=== block 1 ===
Block 1, routed metal, one color a layer:
The bar under the picture is 50 um long.
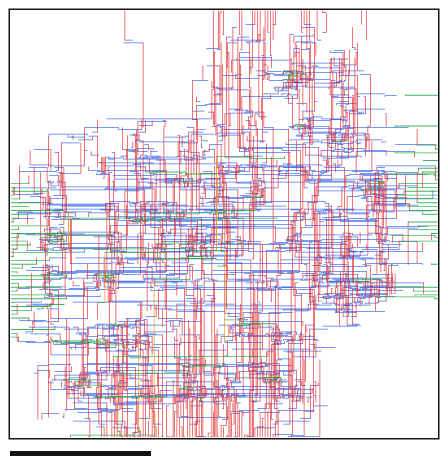

--- config.mk ---
export PLATFORM = sky130hd
export DESIGN_NAME = fb_write_arbiter
export DESIGN_NICKNAME = d
export VERILOG_FILES = /design/src/rtl/fb_pkg.sv /design/src/rtl/rr_arbiter.sv /design/src/rtl/fb_write_arbiter.sv
export SDC_FILE = /design/constraint.sdc
export NUM_CORES = 1
export LEC_CHECK = 0
export CAP_MARGIN = 25
export CORE_MARGIN = 2
export CORE_UTILIZATION = 24
export DETAILED_ROUTE_END_ITERATION = 12
export GPL_TIMING_DRIVEN = 0
export PLACE_DENSITY = 0.46
export SLEW_MARGIN = 20
export SYNTH_ARGS = -nofsm -noshare
export SYNTH_HDL_FRONTEND = slang
export SYNTH_SLANG_ARGS = --single-unit
--- constraint.sdc ---
create_clock -name clk -period 4 [get_ports clk]
set_input_delay 0.6 -clock clk [delete_from_list [all_inputs] [get_ports clk]]
set_output_delay 0.6 -clock clk [all_outputs]
set_load 0.005 [all_outputs]
--- src/rtl/fb_pkg.sv ---
// Shared frame-buffer types: 12-bit pixel, frame dimensions from the monitor
// macros (H_FRAME_HT / V_FRAME_HT, defaulting to 640x480) and the arbiter state enum.
`ifndef H_FRAME_HT
`define H_FRAME_HT 640
`endif
`ifndef V_FRAME_HT
`define V_FRAME_HT 480
`endif

package fb_pkg;
  localparam int PIXEL_W    = 12;
  localparam int FB_H_FRAME = `H_FRAME_HT;
  localparam int FB_V_FRAME = `V_FRAME_HT;

  typedef struct packed {
    logic [3:0] r;
    logic [3:0] g;
    logic [3:0] b;
  } pixel_t;

  typedef enum logic [0:0] {
    ARB   = 1'b0,
    CLEAR = 1'b1
  } fb_state_e;
endpackage

--- src/rtl/rr_arbiter.sv ---
// Round-robin one-hot grant: first active request at or after the pointer,
// wrapping; the pointer moves past the winner whenever advance is high.
module rr_arbiter #(
  parameter int NUM_REQ = 3
) (
  input  logic               clk,
  input  logic               rst_n,
  input  logic [NUM_REQ-1:0] req,
  input  logic               advance,
  output logic [NUM_REQ-1:0] grant
);
  localparam int IDX_W = $clog2(NUM_REQ);

  logic [IDX_W-1:0] ptr_r;
  logic [IDX_W-1:0] grant_idx_s;

  // scan requesters starting at the pointer, first active one wins
  always_comb begin
    logic [IDX_W:0]   sum_s;
    logic [IDX_W-1:0] idx_s;
    logic             found_s;
    logic             hit_s;
    grant       = '0;
    grant_idx_s = '0;
    sum_s       = '0;
    idx_s       = '0;
    found_s     = 1'b0;
    hit_s       = 1'b0;
    for (int k = 0; k < NUM_REQ; k++) begin
      sum_s = {1'b0, ptr_r} + (IDX_W+1)'(k);
      sum_s = (sum_s >= (IDX_W+1)'(NUM_REQ)) ? sum_s - (IDX_W+1)'(NUM_REQ) : sum_s;
      idx_s = sum_s[IDX_W-1:0];
      hit_s = req[idx_s] & ~found_s;
      grant[idx_s] = hit_s;
      grant_idx_s  = hit_s ? idx_s : grant_idx_s;
      found_s      = found_s | hit_s;
    end
  end

  // pointer register: one past the last winner
  always_ff @(posedge clk or negedge rst_n) begin
    if (!rst_n) begin
      ptr_r <= '0;
    end else if (advance) begin
      ptr_r <= (grant_idx_s == IDX_W'(NUM_REQ-1)) ? '0 : grant_idx_s + IDX_W'(1);
    end else begin
      ptr_r <= ptr_r;
    end
  end
endmodule

--- src/rtl/fb_write_arbiter.sv ---
// Frame-buffer write-port arbiter with a built-in full-frame clear sweep.
// Optional macro FB_ARB_VBLANK_ONLY_EN restricts all writes to vblank=1 cycles.
module fb_write_arbiter
  import fb_pkg::*;
#(
  parameter int NUM_REQ = 3,
  parameter int H_FRAME = FB_H_FRAME,
  parameter int V_FRAME = FB_V_FRAME,
  parameter int COL_W   = $clog2(H_FRAME),
  parameter int ROW_W   = $clog2(V_FRAME)
) (
  input  logic                       clk,
  input  logic                       rst_n,
  input  logic [NUM_REQ-1:0]         req_valid,
  output logic [NUM_REQ-1:0]         req_ready,
  input  logic [NUM_REQ*ROW_W-1:0]   req_row,
  input  logic [NUM_REQ*COL_W-1:0]   req_col,
  input  logic [NUM_REQ*PIXEL_W-1:0] req_pixel,
  input  logic                       clear_start,
  input  logic [PIXEL_W-1:0]         clear_color,
  output logic                       clear_busy,
  input  logic                       vblank,
  output logic                       fb_we,
  output logic [ROW_W-1:0]           fb_row,
  output logic [COL_W-1:0]           fb_col,
  output logic [PIXEL_W-1:0]         fb_pixel,
  output logic [15:0]                drop_count
);
  fb_state_e            state_r, state_next_s;
  logic [NUM_REQ-1:0]   arb_req_s, grant_s;
  logic                 vb_ok_s, clear_go_s, clr_issue_s, clr_last_s, xfer_s, in_range_s;
  logic [ROW_W-1:0]     sel_row_s, cur_row_s, clr_row_r, clr_row_next_s, fb_row_r;
  logic [COL_W-1:0]     sel_col_s, cur_col_s, clr_col_r, clr_col_next_s, fb_col_r;
  logic [PIXEL_W-1:0]   sel_pixel_s;
  pixel_t               cur_color_s, clr_color_r, fb_pixel_r;
  logic                 fb_we_r, clear_busy_r;
  logic [15:0]          drop_count_r;

`ifdef FB_ARB_VBLANK_ONLY_EN
  assign vb_ok_s = vblank;
`else
  logic unused_vblank_s;
  assign vb_ok_s         = 1'b1;
  assign unused_vblank_s = vblank;
`endif

  // a clear request pre-empts every requester in the same cycle
  assign clear_go_s = (state_r == ARB) && clear_start;
  assign arb_req_s  = (rst_n && (state_r == ARB) && !clear_start && vb_ok_s) ? req_valid : '0;
  assign req_ready  = grant_s;
  assign xfer_s     = |grant_s;

  rr_arbiter #(.NUM_REQ(NUM_REQ)) u_rr (
    .clk     (clk),
    .rst_n   (rst_n),
    .req     (arb_req_s),
    .advance (xfer_s),
    .grant   (grant_s)
  );

  // select the granted requester's fields
  always_comb begin
    sel_row_s   = '0;
    sel_col_s   = '0;
    sel_pixel_s = '0;
    for (int i = 0; i < NUM_REQ; i++) begin
      sel_row_s   = sel_row_s   | (req_row[i*ROW_W +: ROW_W]       & {ROW_W{grant_s[i]}});
      sel_col_s   = sel_col_s   | (req_col[i*COL_W +: COL_W]       & {COL_W{grant_s[i]}});
      sel_pixel_s = sel_pixel_s | (req_pixel[i*PIXEL_W +: PIXEL_W] & {PIXEL_W{grant_s[i]}});
    end
    in_range_s = (int'(sel_row_s) < V_FRAME) && (int'(sel_col_s) < H_FRAME);
  end

  // next state and sweep position; the start cycle already issues pixel (0,0)
  always_comb begin
    state_next_s   = state_r;
    clr_row_next_s = clr_row_r;
    clr_col_next_s = clr_col_r;
    cur_row_s      = clr_row_r;
    cur_col_s      = clr_col_r;
    cur_color_s    = clr_color_r;
    clr_issue_s    = 1'b0;
    case (state_r)
      ARB: begin
        cur_row_s    = '0;
        cur_col_s    = '0;
        cur_color_s  = clear_color;
        clr_issue_s  = clear_start & vb_ok_s;
        state_next_s = clear_start ? CLEAR : ARB;
      end
      CLEAR: begin
        clr_issue_s  = vb_ok_s;
        state_next_s = CLEAR;
      end
      default: begin
        state_next_s = ARB;
      end
    endcase
    clr_last_s = (cur_row_s == ROW_W'(V_FRAME-1)) && (cur_col_s == COL_W'(H_FRAME-1));
    if (clr_issue_s) begin
      if (clr_last_s) begin
        state_next_s   = ARB;
        clr_row_next_s = '0;
        clr_col_next_s = '0;
      end else if (cur_col_s == COL_W'(H_FRAME-1)) begin
        clr_row_next_s = cur_row_s + ROW_W'(1);
        clr_col_next_s = '0;
      end else begin
        clr_row_next_s = cur_row_s;
        clr_col_next_s = cur_col_s + COL_W'(1);
      end
    end else if (clear_go_s) begin
      clr_row_next_s = '0;
      clr_col_next_s = '0;
    end else begin
      clr_row_next_s = clr_row_next_s;
    end
  end

  // state register
  always_ff @(posedge clk or negedge rst_n) begin
    if (!rst_n) begin
      state_r <= ARB;
    end else begin
      state_r <= state_next_s;
    end
  end

  // sweep counters and latched clear colour
  always_ff @(posedge clk or negedge rst_n) begin
    if (!rst_n) begin
      clr_row_r   <= '0;
      clr_col_r   <= '0;
      clr_color_r <= '0;
    end else begin
      clr_row_r   <= clr_row_next_s;
      clr_col_r   <= clr_col_next_s;
      clr_color_r <= clear_go_s ? pixel_t'(clear_color) : clr_color_r;
    end
  end

  // registered write port, busy flag and saturating drop counter
  always_ff @(posedge clk or negedge rst_n) begin
    if (!rst_n) begin
      fb_we_r      <= 1'b0;
      fb_row_r     <= '0;
      fb_col_r     <= '0;
      fb_pixel_r   <= '0;
      clear_busy_r <= 1'b0;
      drop_count_r <= 16'h0000;
    end else begin
      clear_busy_r <= clear_go_s | (state_r == CLEAR);
      if (clr_issue_s) begin
        fb_we_r    <= 1'b1;
        fb_row_r   <= cur_row_s;
        fb_col_r   <= cur_col_s;
        fb_pixel_r <= cur_color_s;
      end else if (xfer_s && in_range_s) begin
        fb_we_r    <= 1'b1;
        fb_row_r   <= sel_row_s;
        fb_col_r   <= sel_col_s;
        fb_pixel_r <= pixel_t'(sel_pixel_s);
      end else begin
        fb_we_r <= 1'b0;
      end
      if (xfer_s && !in_range_s && (drop_count_r != 16'hFFFF)) begin
        drop_count_r <= drop_count_r + 16'd1;
      end else begin
        drop_count_r <= drop_count_r;
      end
    end
  end

  assign fb_we      = fb_we_r;
  assign fb_row     = fb_row_r;
  assign fb_col     = fb_col_r;
  assign fb_pixel   = fb_pixel_r;
  assign clear_busy = clear_busy_r;
  assign drop_count = drop_count_r;
endmodule

=== block 2 ===
--- src/rtl/seq_fixed_multiplier.sv ---
// ---------------------------------------------------------------------------
// seq_fixed_multiplier
//   Sequential shift-add multiplier for unsigned fixed-point operands.
//   One multiplier bit is consumed per clock. The full 2*WIDTH-bit product is
//   accumulated, and the WIDTH-bit result is taken from it in the same
//   Q-format as the operands, truncated toward zero. Companion to the
//   restoring divider, so divider results can be scaled back.
//
// Parameters
//   WIDTH      operand/result width
//   FRAC_BITS  fractional bits in operands and result (0 <= FRAC_BITS < WIDTH)
//
// Ports
//   clk    rising-edge clock
//   rst    synchronous, active-high reset
//   start  request, sampled only in IDLE or DONE
//   in_a   multiplicand, captured when start is accepted
//   in_b   multiplier, captured when start is accepted
//   busy   high while iterating (CALC)
//   valid  one-cycle pulse when the result is presented (DONE)
//   q_out  result, held until the next completion or reset
//   ovf    product bits above the result field were non-zero, held with q_out
//
// Build option
//   MUL_ZERO_SKIP_EN  when defined, a zero operand completes in one cycle
//                     (straight to DONE with q_out=0, ovf=0, busy never set).
// ---------------------------------------------------------------------------
module seq_fixed_multiplier #(
    parameter int WIDTH     = 10,
    parameter int FRAC_BITS = 4
) (
    input  logic             clk,
    input  logic             rst,
    input  logic             start,
    input  logic [WIDTH-1:0] in_a,
    input  logic [WIDTH-1:0] in_b,
    output logic             busy,
    output logic             valid,
    output logic [WIDTH-1:0] q_out,
    output logic             ovf
);

    localparam int CNT_W = (WIDTH > 1) ? $clog2(WIDTH) : 1;
    // Product bits above the result field: 2W - (F + W) = W - F (always >= 1)
    localparam int HI_W  = WIDTH - FRAC_BITS;
    localparam logic [CNT_W-1:0] CNT_LAST = CNT_W'(WIDTH - 1);

    typedef enum logic [1:0] {IDLE, CALC, DONE} state_t;

    state_t               state;
    logic [2*WIDTH-1:0]   acc;
    logic [2*WIDTH-1:0]   mcand;
    logic [2*WIDTH-1:0]   acc_sum;
    logic [WIDTH-1:0]     mplr;
    logic [CNT_W-1:0]     cnt;
    logic                 zero_op;

    // Accumulator value after this cycle's conditional add. The final CALC
    // cycle extracts the result from this so the last add is included.
    assign acc_sum = mplr[0] ? (acc + mcand) : acc;

`ifdef MUL_ZERO_SKIP_EN
    assign zero_op = (in_a == '0) || (in_b == '0);
`else
    assign zero_op = 1'b0;
`endif

    always_ff @(posedge clk) begin
        if (rst) begin
            state <= IDLE;
            busy  <= 1'b0;
            valid <= 1'b0;
            q_out <= '0;
            ovf   <= 1'b0;
            acc   <= '0;
            mcand <= '0;
            mplr  <= '0;
            cnt   <= '0;
        end else begin
            case (state)
                IDLE, DONE: begin
                    if (start) begin
                        mcand <= {{WIDTH{1'b0}}, in_a};
                        mplr  <= in_b;
                        acc   <= '0;
                        cnt   <= '0;
                        if (zero_op) begin
                            // Product is known to be zero: report it now.
                            state <= DONE;
                            busy  <= 1'b0;
                            valid <= 1'b1;
                            q_out <= '0;
                            ovf   <= 1'b0;
                        end else begin
                            state <= CALC;
                            busy  <= 1'b1;
                            valid <= 1'b0;
                        end
                    end else begin
                        state <= IDLE;
                        valid <= 1'b0;
                    end
                end

                CALC: begin
                    // start is ignored here; nothing is queued.
                    acc   <= acc_sum;
                    mcand <= mcand << 1;
                    mplr  <= mplr >> 1;
                    cnt   <= cnt + CNT_W'(1);
                    if (cnt == CNT_LAST) begin
                        state <= DONE;
                        busy  <= 1'b0;
                        valid <= 1'b1;
                        q_out <= acc_sum[FRAC_BITS +: WIDTH];
                        ovf   <= |acc_sum[2*WIDTH-1 -: HI_W];
                    end
                end

                default: begin
                    state <= IDLE;
                    busy  <= 1'b0;
                    valid <= 1'b0;
                end
            endcase
        end
    end

endmodule

--- config.mk ---
export PLATFORM = sky130hd
export DESIGN_NAME = seq_fixed_multiplier
export DESIGN_NICKNAME = d
export VERILOG_FILES = /design/src/rtl/seq_fixed_multiplier.sv
export SDC_FILE = /design/constraint.sdc
export NUM_CORES = 1
export LEC_CHECK = 0
export ABC_AREA = 1
export ABC_CLOCK_PERIOD_IN_PS = 2200
export CORE_ASPECT_RATIO = 0.9
export CORE_MARGIN = 4
export CORE_UTILIZATION = 58
export DETAILED_ROUTE_END_ITERATION = 6
export PLACE_DENSITY = 0.77
export SETUP_SLACK_MARGIN = 0.3
export SYNTH_ARGS = -nofsm -noshare
export SYNTH_HDL_FRONTEND = slang
export SYNTH_SLANG_ARGS = --single-unit
--- constraint.sdc ---
create_clock -name clk -period 2.2 [get_ports clk]
set_input_delay 0.44 -clock clk [delete_from_list [all_inputs] [get_ports clk]]
set_output_delay 0.44 -clock clk [all_outputs]
set_load 0.02 [all_outputs]
=== block 3 ===
$ cat src/rtl/mult_arbiter_pkg.sv
// Shared definitions for the arbitrated shift-add multiplier: FSM state
// type and its encoding.
package mult_arbiter_pkg;

  localparam int STATE_W = 2;

  typedef enum logic [STATE_W-1:0] {
    IDLE = 2'b00,
    LOAD = 2'b01,
    RUN  = 2'b10,
    DONE = 2'b11
  } state_t;

endpackage

$ cat src/rtl/shift_add_core.sv
// Unsigned radix-2 shift-add multiplier datapath. The product register starts
// as {0, b}; each step conditionally adds the multiplicand to the upper half
// (carry kept in an N+1 bit sum) and shifts the whole register right by one.
// After N steps it holds a*b.
module shift_add_core #(
  parameter int N = 4
) (
  input  logic           clk,
  input  logic           rst_n,
  input  logic           load,
  input  logic           step,
  input  logic [N-1:0]   a,
  input  logic [N-1:0]   b,
  output logic [2*N-1:0] product
);

  logic [N-1:0] mcand;
  logic [N:0]   sum;

  // Partial sum of the upper half plus the multiplicand when the LSB is set.
  always_comb begin
    sum = {1'b0, product[2*N-1:N]} + (product[0] ? {1'b0, mcand} : '0);
  end

  // Load operands, then one shift-add step per enabled cycle.
  always_ff @(posedge clk or negedge rst_n) begin
    if (!rst_n) begin
      product <= '0;
      mcand   <= '0;
    end else if (load) begin
      product <= {{N{1'b0}}, b};
      mcand   <= a;
    end else if (step) begin
      product <= {sum, product[N-1:1]};
    end
  end

endmodule

$ cat src/rtl/mult_arbiter.sv
// Round-robin arbiter in front of one shared shift-add multiplier.
// Optional feature: define MULT_ARBITER_ZERO_BYPASS_EN to skip the multiply
// when either accepted operand is zero (result 0, one-cycle latency).
module mult_arbiter
  import mult_arbiter_pkg::*;
#(
  parameter int N  = 4,
  parameter int M  = 4,
  parameter int IW = (M < 2) ? 1 : $clog2(M)
) (
  input  logic           clk,
  input  logic           rst_n,
  input  logic [M-1:0]   req_valid,
  input  logic [M*N-1:0] req_a,
  input  logic [M*N-1:0] req_b,
  output logic [M-1:0]   req_ready,
  output logic           rsp_valid,
  output logic [IW-1:0]  rsp_id,
  output logic [2*N-1:0] rsp_p,
  input  logic           rsp_ready
);

  localparam int CW = (N < 2) ? 1 : $clog2(N);

  state_t          state, state_d;
  logic [IW-1:0]   rr_ptr, next_ptr;
  logic [IW-1:0]   grant_idx, scan_idx, id_q;
  logic [M-1:0]    grant;
  logic            found, accept, load, step;
  logic [N-1:0]    sel_a, sel_b, op_a, op_b;
  logic [CW-1:0]   cnt;
  logic [2*N-1:0]  product;
  logic            bypass_hit;

  // Round-robin search starting at rr_ptr, wrapping modulo M.
  always_comb begin
    // NOTE: every output of a combinational block gets a default first so no latch is inferred.
    grant     = '0;
    grant_idx = '0;
    scan_idx  = '0;
    found     = 1'b0;
    for (int k = 0; k < M; k++) begin
      scan_idx = IW'((int'(rr_ptr) + k) % M);
      if (!found && req_valid[scan_idx]) begin
        found     = 1'b1;
        grant_idx = scan_idx;
      end
    end
    grant[grant_idx] = found;
  end

  // Operand mux for the winning requester.
  always_comb begin
    sel_a = '0;
    sel_b = '0;
    for (int i = 0; i < M; i++) begin
      if (grant_idx == IW'(i)) begin
        sel_a = req_a[i*N +: N];
        sel_b = req_b[i*N +: N];
      end
    end
  end

  assign next_ptr = (grant_idx == IW'(M-1)) ? '0 : grant_idx + 1'b1;

`ifdef MULT_ARBITER_ZERO_BYPASS_EN
  logic zero_in, zero_q;
  assign zero_in    = (sel_a == '0) || (sel_b == '0);
  assign bypass_hit = zero_q;
`else
  assign bypass_hit = 1'b0;
`endif

  // State register.
  always_ff @(posedge clk or negedge rst_n) begin
    // NOTE: sequential state uses non-blocking assignments so every register samples pre-edge values.
    if (!rst_n) state <= IDLE;
    else        state <= state_d;
  end

  // Next-state logic and core control strobes.
  always_comb begin
    state_d = state;
    accept  = 1'b0;
    load    = 1'b0;
    step    = 1'b0;
    case (state)
      IDLE: begin
        if (found) begin
          accept  = 1'b1;
          state_d = LOAD;
`ifdef MULT_ARBITER_ZERO_BYPASS_EN
          if (zero_in) state_d = DONE;
`endif
        end
      end
      LOAD: begin
        load    = 1'b1;
        state_d = RUN;
      end
      RUN: begin
        step = 1'b1;
        if (cnt == CW'(N-1)) state_d = DONE;
      end
      DONE: begin
        if (rsp_ready) state_d = IDLE;
      end
      default: state_d = IDLE;
    endcase
  end

  // Capture the accepted request, advance the pointer, count RUN steps.
  always_ff @(posedge clk or negedge rst_n) begin
    if (!rst_n) begin
      rr_ptr <= '0;
      id_q   <= '0;
      op_a   <= '0;
      op_b   <= '0;
      cnt    <= '0;
`ifdef MULT_ARBITER_ZERO_BYPASS_EN
      zero_q <= 1'b0;
`endif
    end else begin
      if (accept) begin
        rr_ptr <= next_ptr;
        id_q   <= grant_idx;
        op_a   <= sel_a;
        op_b   <= sel_b;
`ifdef MULT_ARBITER_ZERO_BYPASS_EN
        zero_q <= zero_in;
`endif
      end
      if (load)      cnt <= '0;
      else if (step) cnt <= cnt + 1'b1;
    end
  end

  shift_add_core #(.N(N)) u_core (
    .clk     (clk),
    .rst_n   (rst_n),
    .load    (load),
    .step    (step),
    .a       (op_a),
    .b       (op_b),
    .product (product)
  );

  // Grants are suppressed while reset is held so nothing is offered before release.
  assign req_ready = (state == IDLE && rst_n) ? grant : '0;
  assign rsp_valid = (state == DONE);
  assign rsp_id    = (state == DONE) ? id_q : '0;
  assign rsp_p     = (state == DONE && !bypass_hit) ? product : '0;

endmodule

$ cat config.mk
export PLATFORM = sky130hd
export DESIGN_NAME = mult_arbiter
export DESIGN_NICKNAME = d
export VERILOG_FILES = /design/src/rtl/mult_arbiter_pkg.sv /design/src/rtl/shift_add_core.sv /design/src/rtl/mult_arbiter.sv
export SDC_FILE = /design/constraint.sdc
export NUM_CORES = 1
export LEC_CHECK = 0
export CORE_ASPECT_RATIO = 1.75
export CORE_MARGIN = 2
export CORE_UTILIZATION = 41
export CTS_CLUSTER_SIZE = 12
export DETAILED_ROUTE_END_ITERATION = 10
export GPL_TIMING_DRIVEN = 0
export PLACE_DENSITY_LB_ADDON = 0.08
export SLEW_MARGIN = 20
export SYNTH_ARGS = -nofsm -noshare
export SYNTH_HDL_FRONTEND = slang
export SYNTH_SLANG_ARGS = --single-unit
$ cat constraint.sdc
create_clock -name clk -period 3.98 [get_ports clk]
set_clock_uncertainty 0.1 [all_clocks]
set_input_delay 0.597 -clock clk [delete_from_list [all_inputs] [get_ports clk]]
set_output_delay 0.597 -clock clk [all_outputs]
set_load 0.02 [all_outputs]

## Gallery

Gate-type map.
shot_01.png
The bar under the picture is 20 um long.
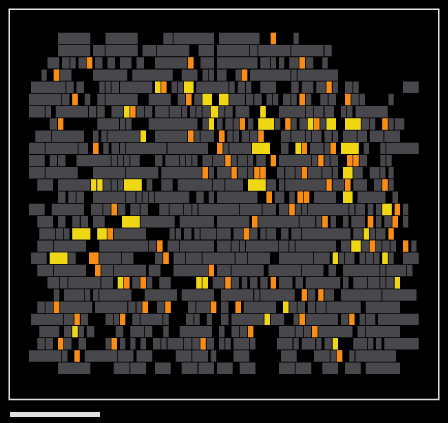
shot_02.png
The bar under the picture is 50 um long.
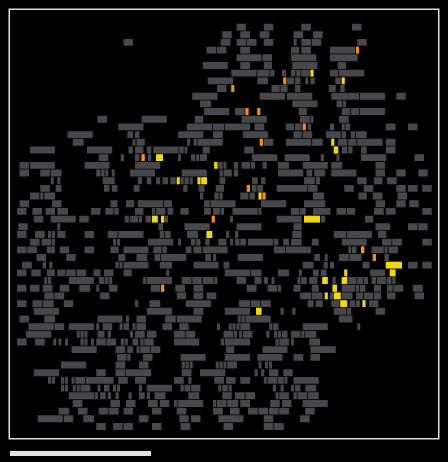
shot_03.png
The bar under the picture is 20 um long.
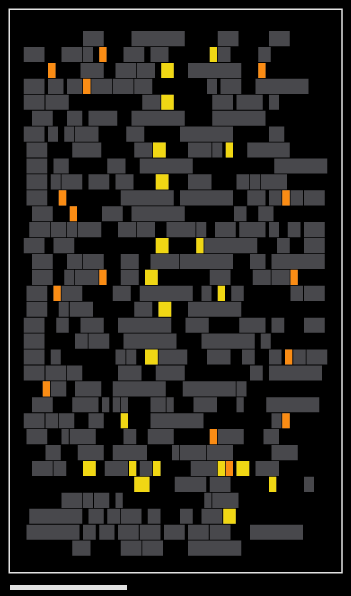
| picture | from |
|---|---|
| shot_03.png | block 3 |
| shot_01.png | block 2 |
| shot_02.png | block 1 |

Key to shot_03.png:
| color | family | cells |
|---|---|---|
| orange | inverters | 15 |
| yellow | NOR gates | 21 |

Block 3, register map, names as in the netlist:
The bar under the picture is 20 um long. Other sequential cells in the stronger gray, the rest of the logic in the fainter gray.
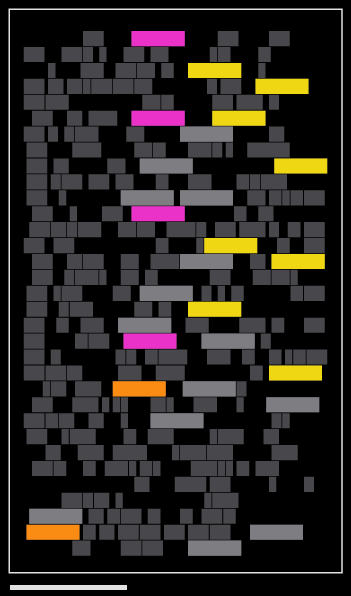
| color | signal | placed flops |
|---|---|---|
| orange | `rr_ptr` | 2 |
| magenta | `op_b` | 4 |
| yellow | `u_core.product` | 8 |
not colored: 14

==> results_dict.tcl, block 3 <==
# yosys + openroad results
set metrics [dict create \
    dr.pass1.iters 4 \
    ys_chip_area_sq_mm 0.001983 \
    r2r_start "rr_ptr[1]" \
    cts.sinks 28 \
    wirelength_um 4402 \
    rrSetupSlack_ps 1570 \
    gp_congestion 0.8415 \
    die_y_um 96.01 \
    synthAdderAreaFrac 0.09842 \
    leakagePower_nw 1.124 \
    fin_cells 309 \
    buffers_excl_clock 65 \
    finalSetupViolCount 0 \
    log.warning_count 33 \
    crit_path_frequent_cell "clkdlybuf4s50_1" \
    placed_cell_area_sq_mm 0.002574 \
    status "completed" \
    place_hpwl_um 3530 \
    cp.required_ps 3280 \
    ff_count 28 \
    pwr-share-seq 0.281 \
    areaGrowthSynthToFinish_pct 32.81 \
    tap_cells 52 \
    path_class "input pin to output pin" \
    ant_nets 0 \
    final_common_cell "clkdlybuf4s50_1" \
    final_cell_mix "clkdlybuf4s50_1 (52), dfrtp_1 (28), a21oi_1 (16), inv_1 (15)" \
    cpPeakStageDelay_ps 630 \
]
## block 3: power groups by stage
stage	logic, mW	registers (mW)	clock network [mW]
2_1_floorplan	0.932	0.517	0
3_3_place_gp	1.22	0.548	0
3_5_place_dp	1.24	0.553	0
4_1_cts	1.24	0.547	0.187
5_1_grt	1.35	0.567	0.196
6_report	1.22	0.545	0.176
## block 3: layer usage
metal | track usage | vias up
met1 | 0.1862 | 760
met2 | 0.3362 | 43
met3 | 0.02151 | 4
met4 | 0.04762 | 0
li1 | - | 822
met5 | 0 | -
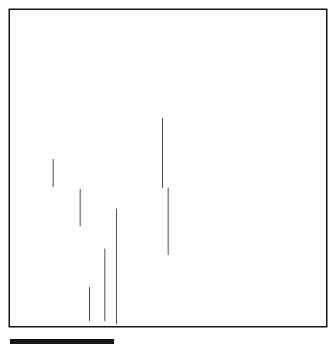
Block 1: met4 routing
The bar under the picture is 50 um long.
main direction: vertical
longest straight run: 55.1 um
share of all routed wire: 1.0%

Notes on 'routed metal, one color a layer' of block 1 above:
| color | layer | wire length |
|---|---|---|
| red | met2 | 9460 um |
| blue | met1 | 9130 um |
| green | met3 | 1350 um |
| orange | met4 | 202 um |
DR vias: 5284
final wirelength: 20140 um
WL per Instance: 19.92 um
Total GRT Usage: 0.1776

==> results_dict.tcl, block 1 <==
# yosys + openroad results
set metrics [dict create \
    status "completed" \
    cts_tree "yes" \
    largest_reg_flops 16 \
    ys_chip_area_sq_mm 0.005226 \
    cts_buffer_depth 2 \
    synth.area.mux_share 0.08810 \
    clk_latency_ps 360 \
    avgSynthCellArea_sq_um 9.400 \
    cts_made_buffers 9 \
    ff_type "dfrtp_1" \
    top_layer_used "met4" \
    p_clk_mw 0.893 \
    chipArea_sq_mm 0.02297 \
    synth-xor-area-share 0.02514 \
    power_density_mw_per_mm2 376.3 \
    grt_pass1_vias 5374 \
    logic_area_sq_mm 0.002918 \
    cts_hold_buf 0 \
]
==> block 1: how the worst max path moves through the flow <==
stage                                end  slack (ps)  cells past startpoint
after floorplan           drop_count[15]         800                     12
after global placement         fb_col[0]       -3860                     10
after detailed placement       fb_row[1]        -530                     12
after CTS                   req_ready[1]           2                      9
after global routing        fb_pixel[11]         -30                     12
final                       req_ready[2]         120                      8
==> block 1: layout make-up <==
type,count,area share
well taps,275,0.04531
flip-flops and latches,83,0.2735
clock buffers,9,0.02966
repair buffers,165,0.2216
plain buffers,38,0.02768
clock inverters,7,0.01104
multi-input cells,420,0.3842
inverters,14,0.006920
Block 2, routed metal, one color a layer:
The bar under the picture is 20 um long.
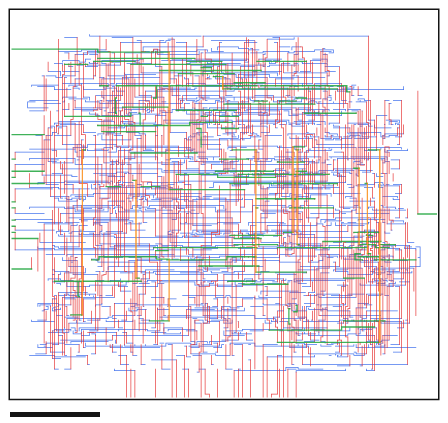
| color | layer | wire length |
|---|---|---|
| red | met2 | 5260 um |
| green | met3 | 895 um |
| orange | met4 | 248 um |
| blue | met1 | 5140 um |
final wirelength: 11540 um
DR vias: 3990

==> results_dict.tcl, block 2 <==
# yosys + openroad results
set metrics [dict create \
    status "completed" \
    top_layer_used "met4" \
    fin_area_sq_mm 0.005075 \
    crit_start "mcand[0]" \
    logic_gates 405 \
    grt_pass1_wl_um 18330 \
    ys_chip_area_sq_mm 0.003979 \
    ys_cells 570 \
    cp_num_buf_inv 0 \
    async_reset_ff_frac 0 \
    power_density_mw_per_mm2 601.7 \
    fin_cells 712 \
    ys_seq_frac 0.3472 \
    die_y_um 86.58 \
    p_clk_mw 1.33 \
    finalSetupViolCount 0 \
    cts.sinks 69 \
    pre_cts_slack_ps 145.6 \
    leakagePower_nw 2.140 \
    drive_gt1_frac 0.2267 \
    place_inst 689 \
    placed_cell_area_sq_mm 0.004447 \
    fp_util 0.6009 \
    comb_area_share 0.4975 \
    regToRegEndpoint "ovf" \
]
block 2: worst min-delay path by stage:
stage,start,to,slack (ps)
6_report,state[0],busy,460
5_1_grt,state[0],busy,490
4_1_cts,state[0],busy,460
3_5_place_dp,state[0],busy,450
3_3_place_gp,valid,valid,440
2_1_floorplan,state[0],busy,440
block 2: cells by family after synthesis:
family          count (synthesis)
mux                             1
flops                          69
fa+ha+maj                      22
simple gates                  261
compound gates                110
xor+xnor                       11
buf+inv                        96

=== block 4 ===
[src/rtl/regfile_pkg.sv]
// -----------------------------------------------------------------------------
// regfile_pkg
// Shared definitions for the multi-port register file:
//   - default parameter constants for regfile_mp
//   - clear FSM state enum
//   - write-port priority helper (highest port index wins)
// -----------------------------------------------------------------------------
package regfile_pkg;

  localparam int RF_DATA_W_DEF  = 32;
  localparam int RF_DEPTH_DEF   = 32;
  localparam int RF_NUM_RD_DEF  = 2;
  localparam int RF_NUM_WR_DEF  = 1;
  localparam int RF_ZERO_REG_DEF = 1;

  // Upper bound on write ports; the priority helper works on a mask this wide.
  localparam int RF_MAX_WR = 4;

  typedef enum logic {
    RF_IDLE  = 1'b0,
    RF_CLEAR = 1'b1
  } rf_state_e;

  typedef logic [RF_MAX_WR-1:0] rf_wr_mask_t;
  typedef logic [1:0]           rf_wr_port_t;

  // Returns the index of the highest set bit of a write-hit mask. The caller
  // only uses the result when at least one bit is set.
  function automatic rf_wr_port_t rf_winner(input rf_wr_mask_t hits);
    rf_wr_port_t w;
    w = '0;
    for (int i = 0; i < RF_MAX_WR; i++) begin
      if (hits[i]) w = rf_wr_port_t'(i);
    end
    return w;
  endfunction

endpackage

[src/rtl/regfile_clear_fsm.sv]
// -----------------------------------------------------------------------------
// regfile_clear_fsm
// Sequential clear engine for regfile_mp. Walks the array one entry per cycle
// and tells the top which entry to zero.
// Ports:
//   clk, rst_n     clock, asynchronous active-low reset
//   clear_req      level request, sampled only while idle
//   busy           clear in progress (state register decode)
//   wr_ready       !busy, normal writes allowed
//   clear_done     one-cycle pulse the cycle after the last entry is zeroed
//   clear_strobe   zero the entry at clear_idx on this edge
//   clear_idx      entry being zeroed this cycle
// -----------------------------------------------------------------------------
module regfile_clear_fsm
  import regfile_pkg::*;
#(
  parameter  int DEPTH = RF_DEPTH_DEF,
  localparam int AW    = $clog2(DEPTH)
) (
  input  logic          clk,
  input  logic          rst_n,
  input  logic          clear_req,
  output logic          busy,
  output logic          wr_ready,
  output logic          clear_done,
  output logic          clear_strobe,
  output logic [AW-1:0] clear_idx
);

  rf_state_e     state_q, state_d;
  logic [AW-1:0] cnt_q, cnt_d;
  logic          done_q, done_d;
  logic          last_entry;

  assign last_entry = (cnt_q == AW'(DEPTH - 1));

  always_ff @(posedge clk or negedge rst_n) begin
    if (!rst_n) begin
      state_q <= RF_IDLE;
      cnt_q   <= '0;
      done_q  <= 1'b0;
    end else begin
      state_q <= state_d;
      cnt_q   <= cnt_d;
      done_q  <= done_d;
    end
  end

  // Requests arriving while a clear runs are simply not looked at, so there
  // is no restart and nothing is queued.
  always_comb begin
    state_d = state_q;
    cnt_d   = cnt_q;
    done_d  = 1'b0;
    case (state_q)
      RF_IDLE: begin
        if (clear_req) begin
          state_d = RF_CLEAR;
          cnt_d   = '0;
        end
      end
      RF_CLEAR: begin
        if (last_entry) begin
          state_d = RF_IDLE;
          done_d  = 1'b1;
        end else begin
          cnt_d = cnt_q + AW'(1);
        end
      end
      default: state_d = RF_IDLE;
    endcase
  end

  // All outputs decode registers only, so busy/wr_ready are glitch-free.
  always_comb begin
    busy         = (state_q == RF_CLEAR);
    wr_ready     = (state_q != RF_CLEAR);
    clear_strobe = (state_q == RF_CLEAR);
    clear_idx    = cnt_q;
    clear_done   = done_q;
  end

endmodule

[src/rtl/regfile_mp.sv]
// -----------------------------------------------------------------------------
// regfile_mp
// Parametrised multi-port register file with asynchronous array reset,
// optional hardwired-zero entry 0, highest-index-wins write priority and a
// sequential clear engine (regfile_clear_fsm).
// Parameters: DATA_W, DEPTH (power of two), NUM_RD, NUM_WR (1..4), ZERO_REG.
// Ports:
//   clk, rst_n   clock, asynchronous active-low reset
//   rd_addr      NUM_RD read addresses; rd_data combinational read data
//   wr_en/wr_addr/wr_data  NUM_WR write ports, committed when wr_ready
//   wr_ready     low while clearing; writes then are discarded
//   clear_req    start a sequential clear; busy while running
//   clear_done   one-cycle completion pulse
// Build option: define REGFILE_BYPASS_EN to forward accepted same-cycle write
// data to matching read ports.
// -----------------------------------------------------------------------------
module regfile_mp
  import regfile_pkg::*;
#(
  parameter  int DATA_W   = RF_DATA_W_DEF,
  parameter  int DEPTH    = RF_DEPTH_DEF,
  parameter  int NUM_RD   = RF_NUM_RD_DEF,
  parameter  int NUM_WR   = RF_NUM_WR_DEF,
  parameter  int ZERO_REG = RF_ZERO_REG_DEF,
  localparam int AW       = $clog2(DEPTH)
) (
  input  logic                           clk,
  input  logic                           rst_n,
  input  logic [NUM_RD-1:0][AW-1:0]      rd_addr,
  output logic [NUM_RD-1:0][DATA_W-1:0]  rd_data,
  input  logic [NUM_WR-1:0]              wr_en,
  input  logic [NUM_WR-1:0][AW-1:0]      wr_addr,
  input  logic [NUM_WR-1:0][DATA_W-1:0]  wr_data,
  output logic                           wr_ready,
  input  logic                           clear_req,
  output logic                           busy,
  output logic                           clear_done
);

  logic [DATA_W-1:0] mem [DEPTH];

  logic              clear_strobe;
  logic [AW-1:0]     clear_idx;
  logic [NUM_WR-1:0] wr_accept;
  logic [DEPTH-1:0]  ent_we;
  logic [DATA_W-1:0] ent_wdata [DEPTH];

  regfile_clear_fsm #(
    .DEPTH (DEPTH)
  ) u_clear_fsm (
    .clk          (clk),
    .rst_n        (rst_n),
    .clear_req    (clear_req),
    .busy         (busy),
    .wr_ready     (wr_ready),
    .clear_done   (clear_done),
    .clear_strobe (clear_strobe),
    .clear_idx    (clear_idx)
  );

  // Which accepted write ports target address a.
  function automatic rf_wr_mask_t hit_mask(
    input logic [AW-1:0]             a,
    input logic [NUM_WR-1:0]         acc,
    input logic [NUM_WR-1:0][AW-1:0] addrs
  );
    rf_wr_mask_t m;
    m = '0;
    for (int i = 0; i < NUM_WR; i++) begin
      m[i] = acc[i] && (addrs[i] == a);
    end
    return m;
  endfunction

  // Data of the given write port, selected without indexing past NUM_WR.
  function automatic logic [DATA_W-1:0] pick_data(
    input rf_wr_port_t                   w,
    input logic [NUM_WR-1:0][DATA_W-1:0] data
  );
    logic [DATA_W-1:0] d;
    d = '0;
    for (int i = 0; i < NUM_WR; i++) begin
      if (rf_wr_port_t'(i) == w) d = data[i];
    end
    return d;
  endfunction

  assign wr_accept = wr_en & {NUM_WR{wr_ready}};

  // Per-entry write enable and winning data. Entry 0 is never written when
  // it is hardwired, so its storage stays at the reset value.
  always_comb begin
    for (int e = 0; e < DEPTH; e++) begin
      rf_wr_mask_t hits;
      hits         = hit_mask(AW'(e), wr_accept, wr_addr);
      ent_we[e]    = (|hits) && !((ZERO_REG != 0) && (e == 0));
      ent_wdata[e] = pick_data(rf_winner(hits), wr_data);
    end
  end

  // No port writes are accepted while clearing, so the clear write never
  // competes with a port write.
  always_ff @(posedge clk or negedge rst_n) begin
    if (!rst_n) begin
      for (int e = 0; e < DEPTH; e++) mem[e] <= '0;
    end else if (clear_strobe) begin
      mem[clear_idx] <= '0;
    end else begin
      for (int e = 0; e < DEPTH; e++) begin
        if (ent_we[e]) mem[e] <= ent_wdata[e];
      end
    end
  end

  // Forwarding relies on wr_accept, which is already zero during a clear.
  always_comb begin
    for (int p = 0; p < NUM_RD; p++) begin
      rd_data[p] = mem[rd_addr[p]];
`ifdef REGFILE_BYPASS_EN
      begin
        rf_wr_mask_t byp;
        byp = hit_mask(rd_addr[p], wr_accept, wr_addr);
        if (|byp) rd_data[p] = pick_data(rf_winner(byp), wr_data);
      end
`endif
      if ((ZERO_REG != 0) && (rd_addr[p] == '0)) rd_data[p] = '0;
    end
  end

endmodule
[config.mk]
export PLATFORM = sky130hd
export DESIGN_NAME = regfile_mp
export DESIGN_NICKNAME = d
export VERILOG_FILES = /design/src/rtl/regfile_pkg.sv /design/src/rtl/regfile_clear_fsm.sv /design/src/rtl/regfile_mp.sv
export SDC_FILE = /design/constraint.sdc
export NUM_CORES = 2
export LEC_CHECK = 0
export CAP_MARGIN = 20
export CORE_MARGIN = 2
export CORE_UTILIZATION = 45
export DETAILED_ROUTE_END_ITERATION = 7
export PLACE_DENSITY_LB_ADDON = 0.08
export SLEW_MARGIN = 20
export SYNTH_ARGS = -nofsm -noshare
export SYNTH_HDL_FRONTEND = slang
export SYNTH_SLANG_ARGS = --single-unit
[constraint.sdc]
create_clock -name clk -period 3.1 [get_ports clk]
set_input_delay 0.93 -clock clk [delete_from_list [all_inputs] [get_ports clk]]
set_output_delay 0.93 -clock clk [all_outputs]
set_load 0.005 [all_outputs]
=== block 5 ===
==> src/rtl/display_source_ctrl_if.sv <==
// display_source_ctrl_if: bundle between the display source controller and its environment.
// Inputs to the controller: btn (raw step button), auto_en, freeze, src_valid[3:0], src0..3_data[31:0].
// Outputs from the controller: disp_data[31:0], cur_src[1:0], blank, switch_pulse.
interface display_source_ctrl_if;
    logic        btn;
    logic        auto_en;
    logic        freeze;
    logic [3:0]  src_valid;
    logic [31:0] src0_data;
    logic [31:0] src1_data;
    logic [31:0] src2_data;
    logic [31:0] src3_data;
    logic [31:0] disp_data;
    logic [1:0]  cur_src;
    logic        blank;
    logic        switch_pulse;
    modport master (
        output btn, auto_en, freeze, src_valid, src0_data, src1_data, src2_data, src3_data,
        input  disp_data, cur_src, blank, switch_pulse
    );
    modport slave (
        input  btn, auto_en, freeze, src_valid, src0_data, src1_data, src2_data, src3_data,
        output disp_data, cur_src, blank, switch_pulse
    );
endinterface

==> src/rtl/display_source_ctrl.sv <==
// display_source_ctrl: picks which of four 32-bit sources drives the 8-digit hex display.
// Ports: clk, rst_n (async, active low), bus (slave modport): debounced manual stepping or
// timed auto-rotation over valid sources, blanking to zero when none is valid.
module display_source_ctrl #(
    parameter int HOLD_CYCLES     = 50_000_000,
    parameter int DEBOUNCE_CYCLES = 1_000_000
) (
    input logic                 clk,
    input logic                 rst_n,
    display_source_ctrl_if.slave bus
);
    localparam int HW = $clog2(HOLD_CYCLES);
    localparam int DW = $clog2(DEBOUNCE_CYCLES);
    localparam logic [HW-1:0] HOLD_LAST = HW'(HOLD_CYCLES - 1);
    localparam logic [DW-1:0] DB_LAST   = DW'(DEBOUNCE_CYCLES - 1);

    typedef enum logic {BLANK, SHOW} state_t;

    state_t          state_q, state_d;
    logic            btn_s1_q, btn_s2_q;
    logic            db_q, db_d, db_prev_q, press_q;
    logic [DW-1:0]   db_cnt_q, db_cnt_d;
    logic [HW-1:0]   dwell_q, dwell_d;
    logic [1:0]      cur_q, cur_d, nxt, low;
    logic            sw_q, sw_d, blank_q;
    logic [31:0]     disp_q, disp_d, sel;
    logic            adv;

    // Debounce: the level flips on the DEBOUNCE_CYCLES-th consecutive differing sample.
    always_comb begin
        db_d     = db_q;
        db_cnt_d = '0;
        if (btn_s2_q != db_q) begin
            db_cnt_d = db_cnt_q + DW'(1);
            if (db_cnt_q == DB_LAST) begin
                db_d     = btn_s2_q;
                db_cnt_d = '0;
            end
        end
    end

    // Descending loops let the nearest candidate win.
    always_comb begin
        nxt = cur_q;
        for (int i = 3; i >= 1; i--)
            if (bus.src_valid[cur_q + 2'(i)]) nxt = cur_q + 2'(i);
        low = 2'd0;
        for (int i = 3; i >= 0; i--)
            if (bus.src_valid[i]) low = 2'(i);
    end

    assign sel = (cur_q == 2'd0) ? bus.src0_data :
                 (cur_q == 2'd1) ? bus.src1_data :
                 (cur_q == 2'd2) ? bus.src2_data : bus.src3_data;

    always_comb begin
        adv     = !bus.src_valid[cur_q] || (bus.auto_en ? dwell_q == HOLD_LAST : press_q);
        state_d = state_q;
        cur_d   = cur_q;
        dwell_d = dwell_q;
        sw_d    = 1'b0;
        if (state_q == BLANK) begin
            if (|bus.src_valid) begin
                state_d = SHOW;
                cur_d   = low;
                dwell_d = '0;
                sw_d    = 1'b1;
            end
        end else if (~|bus.src_valid) begin
            state_d = BLANK;
        end else if (adv) begin
            cur_d   = nxt;
            dwell_d = '0;
            sw_d    = nxt != cur_q;
        end else if (bus.auto_en) begin
            dwell_d = dwell_q + HW'(1);
        end
        // The data register samples the pre-edge selection, so a new source lands one edge later.
        disp_d = bus.freeze ? disp_q : (state_q == SHOW ? sel : 32'd0);
    end

    always_ff @(posedge clk or negedge rst_n) begin
        if (!rst_n) begin
            btn_s1_q  <= 1'b0;
            btn_s2_q  <= 1'b0;
            db_q      <= 1'b0;
            db_cnt_q  <= '0;
            db_prev_q <= 1'b0;
            press_q   <= 1'b0;
            state_q   <= BLANK;
            cur_q     <= 2'd0;
            dwell_q   <= '0;
            sw_q      <= 1'b0;
            blank_q   <= 1'b1;
            disp_q    <= 32'd0;
        end else begin
            btn_s1_q  <= bus.btn;
            btn_s2_q  <= btn_s1_q;
            db_q      <= db_d;
            db_cnt_q  <= db_cnt_d;
            db_prev_q <= db_q;
            press_q   <= db_q & ~db_prev_q;
            state_q   <= state_d;
            cur_q     <= cur_d;
            dwell_q   <= dwell_d;
            sw_q      <= sw_d;
            blank_q   <= state_d == BLANK;
            disp_q    <= disp_d;
        end
    end

    assign bus.disp_data    = disp_q;
    assign bus.cur_src      = cur_q;
    assign bus.blank        = blank_q;
    assign bus.switch_pulse = sw_q;
endmodule

==> src/flat_wrapper.sv <==
// flat-port wrapper written by rule: the top's interface ports become plain ports
module display_source_ctrl_flat 
#(
    parameter int HOLD_CYCLES     = 50_000_000,
    parameter int DEBOUNCE_CYCLES = 1_000_000
)
  (clk, rst_n, bus_btn, bus_auto_en, bus_freeze, bus_src_valid, bus_src0_data, bus_src1_data, bus_src2_data, bus_src3_data, bus_disp_data, bus_cur_src, bus_blank, bus_switch_pulse);
  display_source_ctrl_if bus_i ();
  input logic clk;
  input logic rst_n;
  input wire logic [$bits(bus_i.btn)-1:0] bus_btn;
  input wire logic [$bits(bus_i.auto_en)-1:0] bus_auto_en;
  input wire logic [$bits(bus_i.freeze)-1:0] bus_freeze;
  input wire logic [$bits(bus_i.src_valid)-1:0] bus_src_valid;
  input wire logic [$bits(bus_i.src0_data)-1:0] bus_src0_data;
  input wire logic [$bits(bus_i.src1_data)-1:0] bus_src1_data;
  input wire logic [$bits(bus_i.src2_data)-1:0] bus_src2_data;
  input wire logic [$bits(bus_i.src3_data)-1:0] bus_src3_data;
  output wire logic [$bits(bus_i.disp_data)-1:0] bus_disp_data;
  output wire logic [$bits(bus_i.cur_src)-1:0] bus_cur_src;
  output wire logic [$bits(bus_i.blank)-1:0] bus_blank;
  output wire logic [$bits(bus_i.switch_pulse)-1:0] bus_switch_pulse;
  assign bus_i.btn = bus_btn;
  assign bus_i.auto_en = bus_auto_en;
  assign bus_i.freeze = bus_freeze;
  assign bus_i.src_valid = bus_src_valid;
  assign bus_i.src0_data = bus_src0_data;
  assign bus_i.src1_data = bus_src1_data;
  assign bus_i.src2_data = bus_src2_data;
  assign bus_i.src3_data = bus_src3_data;
  assign bus_disp_data = bus_i.disp_data;
  assign bus_cur_src = bus_i.cur_src;
  assign bus_blank = bus_i.blank;
  assign bus_switch_pulse = bus_i.switch_pulse;
  display_source_ctrl #(.HOLD_CYCLES(HOLD_CYCLES), .DEBOUNCE_CYCLES(DEBOUNCE_CYCLES)) u_core (.clk(clk), .rst_n(rst_n), .bus(bus_i));
endmodule
==> config.mk <==
export PLATFORM = sky130hd
export DESIGN_NAME = display_source_ctrl_flat
export DESIGN_NICKNAME = d
export VERILOG_FILES = /design/src/rtl/display_source_ctrl_if.sv /design/src/rtl/display_source_ctrl.sv /design/src/flat_wrapper.sv
export SDC_FILE = /design/constraint.sdc
export NUM_CORES = 1
export LEC_CHECK = 0
export ABC_AREA = 1
export CAP_MARGIN = 0
export CORE_MARGIN = 3
export CORE_UTILIZATION = 40
export CTS_BUF_LIST = sky130_fd_sc_hd__clkbuf_8
export DETAILED_ROUTE_END_ITERATION = 8
export PLACE_DENSITY = 0.69
export SLEW_MARGIN = 20
export SYNTH_ARGS = -nofsm -noshare
export SYNTH_HDL_FRONTEND = slang
export SYNTH_SLANG_ARGS = --single-unit
==> constraint.sdc <==
create_clock -name clk -period 2.1 [get_ports clk]
set_input_delay 0.42 -clock clk [delete_from_list [all_inputs] [get_ports clk]]
set_output_delay 0.42 -clock clk [all_outputs]
set_load 0.01 [all_outputs]
Block 5, met4 routing:
The bar under the picture is 50 um long.
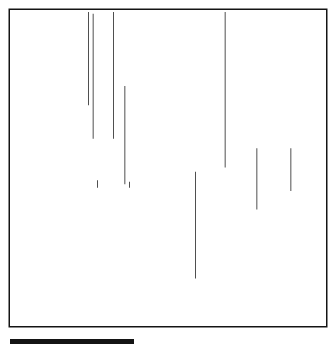
main direction: vertical
nets with wire on the layer: 8
share of all routed wire: 1.9%
longest straight run: 62.6 um
wire length on this layer: 330 um
final wirelength: 16980 um
DR vias: 6054

Block 5, cell outlines without signal wires:
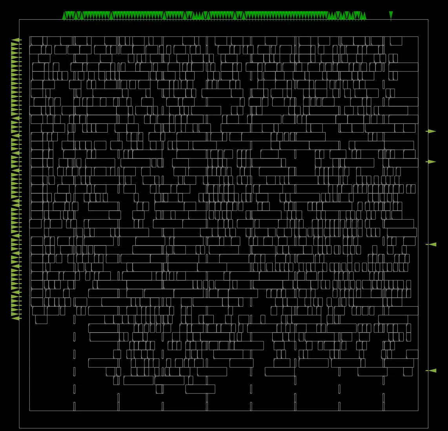
fin cells: 1275
FP Rows: 43
number of fill cells: 1398
CORE AREA: 0.01420 sq mm

==> results_dict.tcl, block 5 <==
# yosys + openroad results
set metrics [dict create \
    status "completed" \
    maxPowerGroup "combinational cells" \
    inv_count 122 \
    ys_cells 923 \
    ff_count 88 \
    log.warning_count 28 \
    path_class "flop to output pin" \
    async_reset_ff_frac 1.000 \
    chipWidth_um 127.8 \
    power_density_mw_per_mm2 895.7 \
    topCellsByArea "dfrtp_1 (37%), nand2_1 (19%), o21ai_0 (7.7%)" \
    dr.first_iter.drc_count 443 \
    wl_per_cell_um 13.32 \
    cts_hold_buf 1 \
    regToRegEndpoint "u_core.db_cnt_q[5]" \
    ant_nets 0 \
    start_kind "flop" \
    htree_levels 3 \
    cp_num_buf_inv 2 \
    final_cell_mix "nand2_1 (304), clkdlybuf4s50_1 (171), inv_1 (119), nor2_1 (103), o21ai_0 (91)" \
    hold_viol_final 0 \
    ff2ff_path_depth 7 \
    netSwitchingPower_mw 2.993 \
    fin_area_sq_mm 0.008132 \
    flop_area_sq_mm 0.002203 \
]
-- block 5: per-layer routing --
layer | GRT usage | wire (um) | share of wire
met1 | 0.2453 | 7106 | 0.42
met2 | 0.3614 | 8538 | 0.50
met3 | 0.06167 | 979 | 0.058
met4 | 0.06429 | 329 | 0.019
met5 | 0 | 26 | 0.0015
-- block 5: cell families after synthesis --
kind of cell               after synthesis  share of synthesized area
DFF                                     88                     0.3714
xor gates and xnor gates                25                    0.03691
buffers and inverters                  163                     0.1114
and+or+nand+nor                        495                     0.3434
AOI/OAI and AO/OA                      147                     0.1263
adders and majority gates                5                    0.01055
Block 4, cell outlines without signal wires:
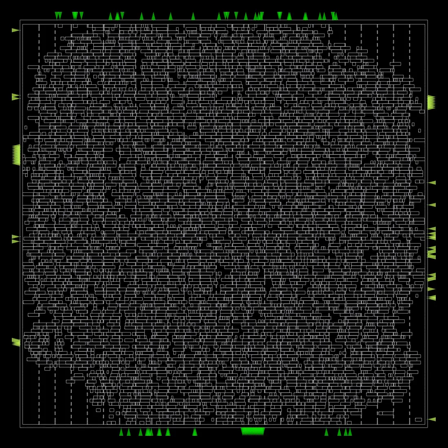
number of fill cells: 9405
fin cells: 6591
utilization after layout: 0.6044
flip-flops: 1031
FP Rows: 126

==> results_dict.tcl, block 4 <==
# yosys + openroad results
set metrics [dict create \
    layout_setup_ws_ps -597.7 \
    path_depth 8 \
    finalSetupViolCount 64 \
    max_cap_viol_count 0 \
    top_layer_used "met5" \
    ff_type "dfrtp_1" \
    status "complete, but fails checks" \
    rrSetupSlack_ps 730 \
    cts_resized 860 \
    gr-usage-met1 0.5671 \
    grt.busiest_layer "met2" \
    violations "negative setup slack" \
    comb_area_share 0.4020 \
    chipWidth_um 349.1 \
    use_met3 0.1298 \
    diodes 16 \
]
[block 4: metrics by stage]
step	instances	worst slack (ps)	setup TNS, ps	utilization
4_1_cts	6549	-604.6	-30690	0.5981
5_1_grt	6580	-577.5	-31790	0.6042
3_3_place_gp	6177	-1361	-68080	0.5261
3_5_place_dp	6177	-1382	-67940	0.5261
2_1_floorplan	4399	-42.39	-2501	-
6_report	6591	-597.7	-31230	0.6044
[block 4: report_power, final]
part	total (mW)	internal, mW	switching, mW
Clock	14.3	8.15	6.14
Combinational	7.95	2.87	5.09
Sequential	14.2	13.8	0.380


==> gallery <==
Cell outlines without signal wires.
image #1
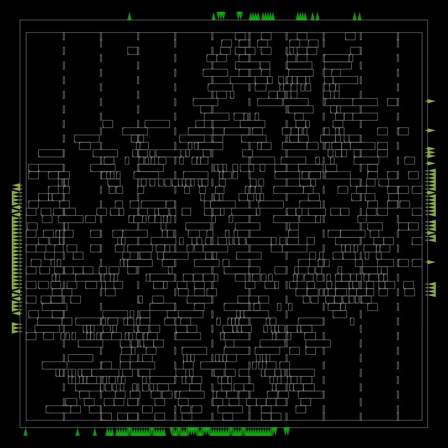
image #2
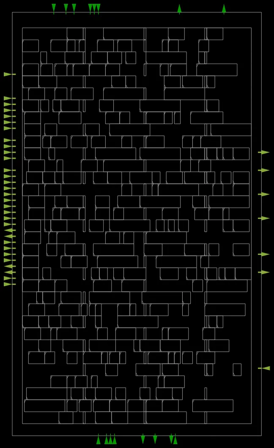
image #3
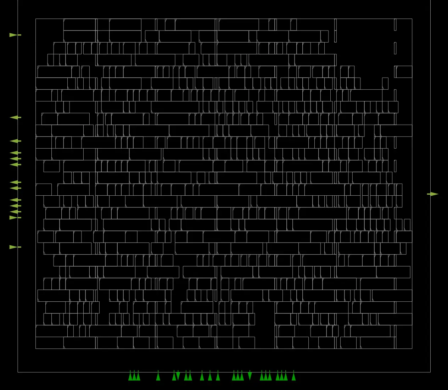
block 3 -> image #2
block 1 -> image #1
block 2 -> image #3
- most cells: image #1

Power figures rest on the tool's default switching activity, not on a simulated workload.
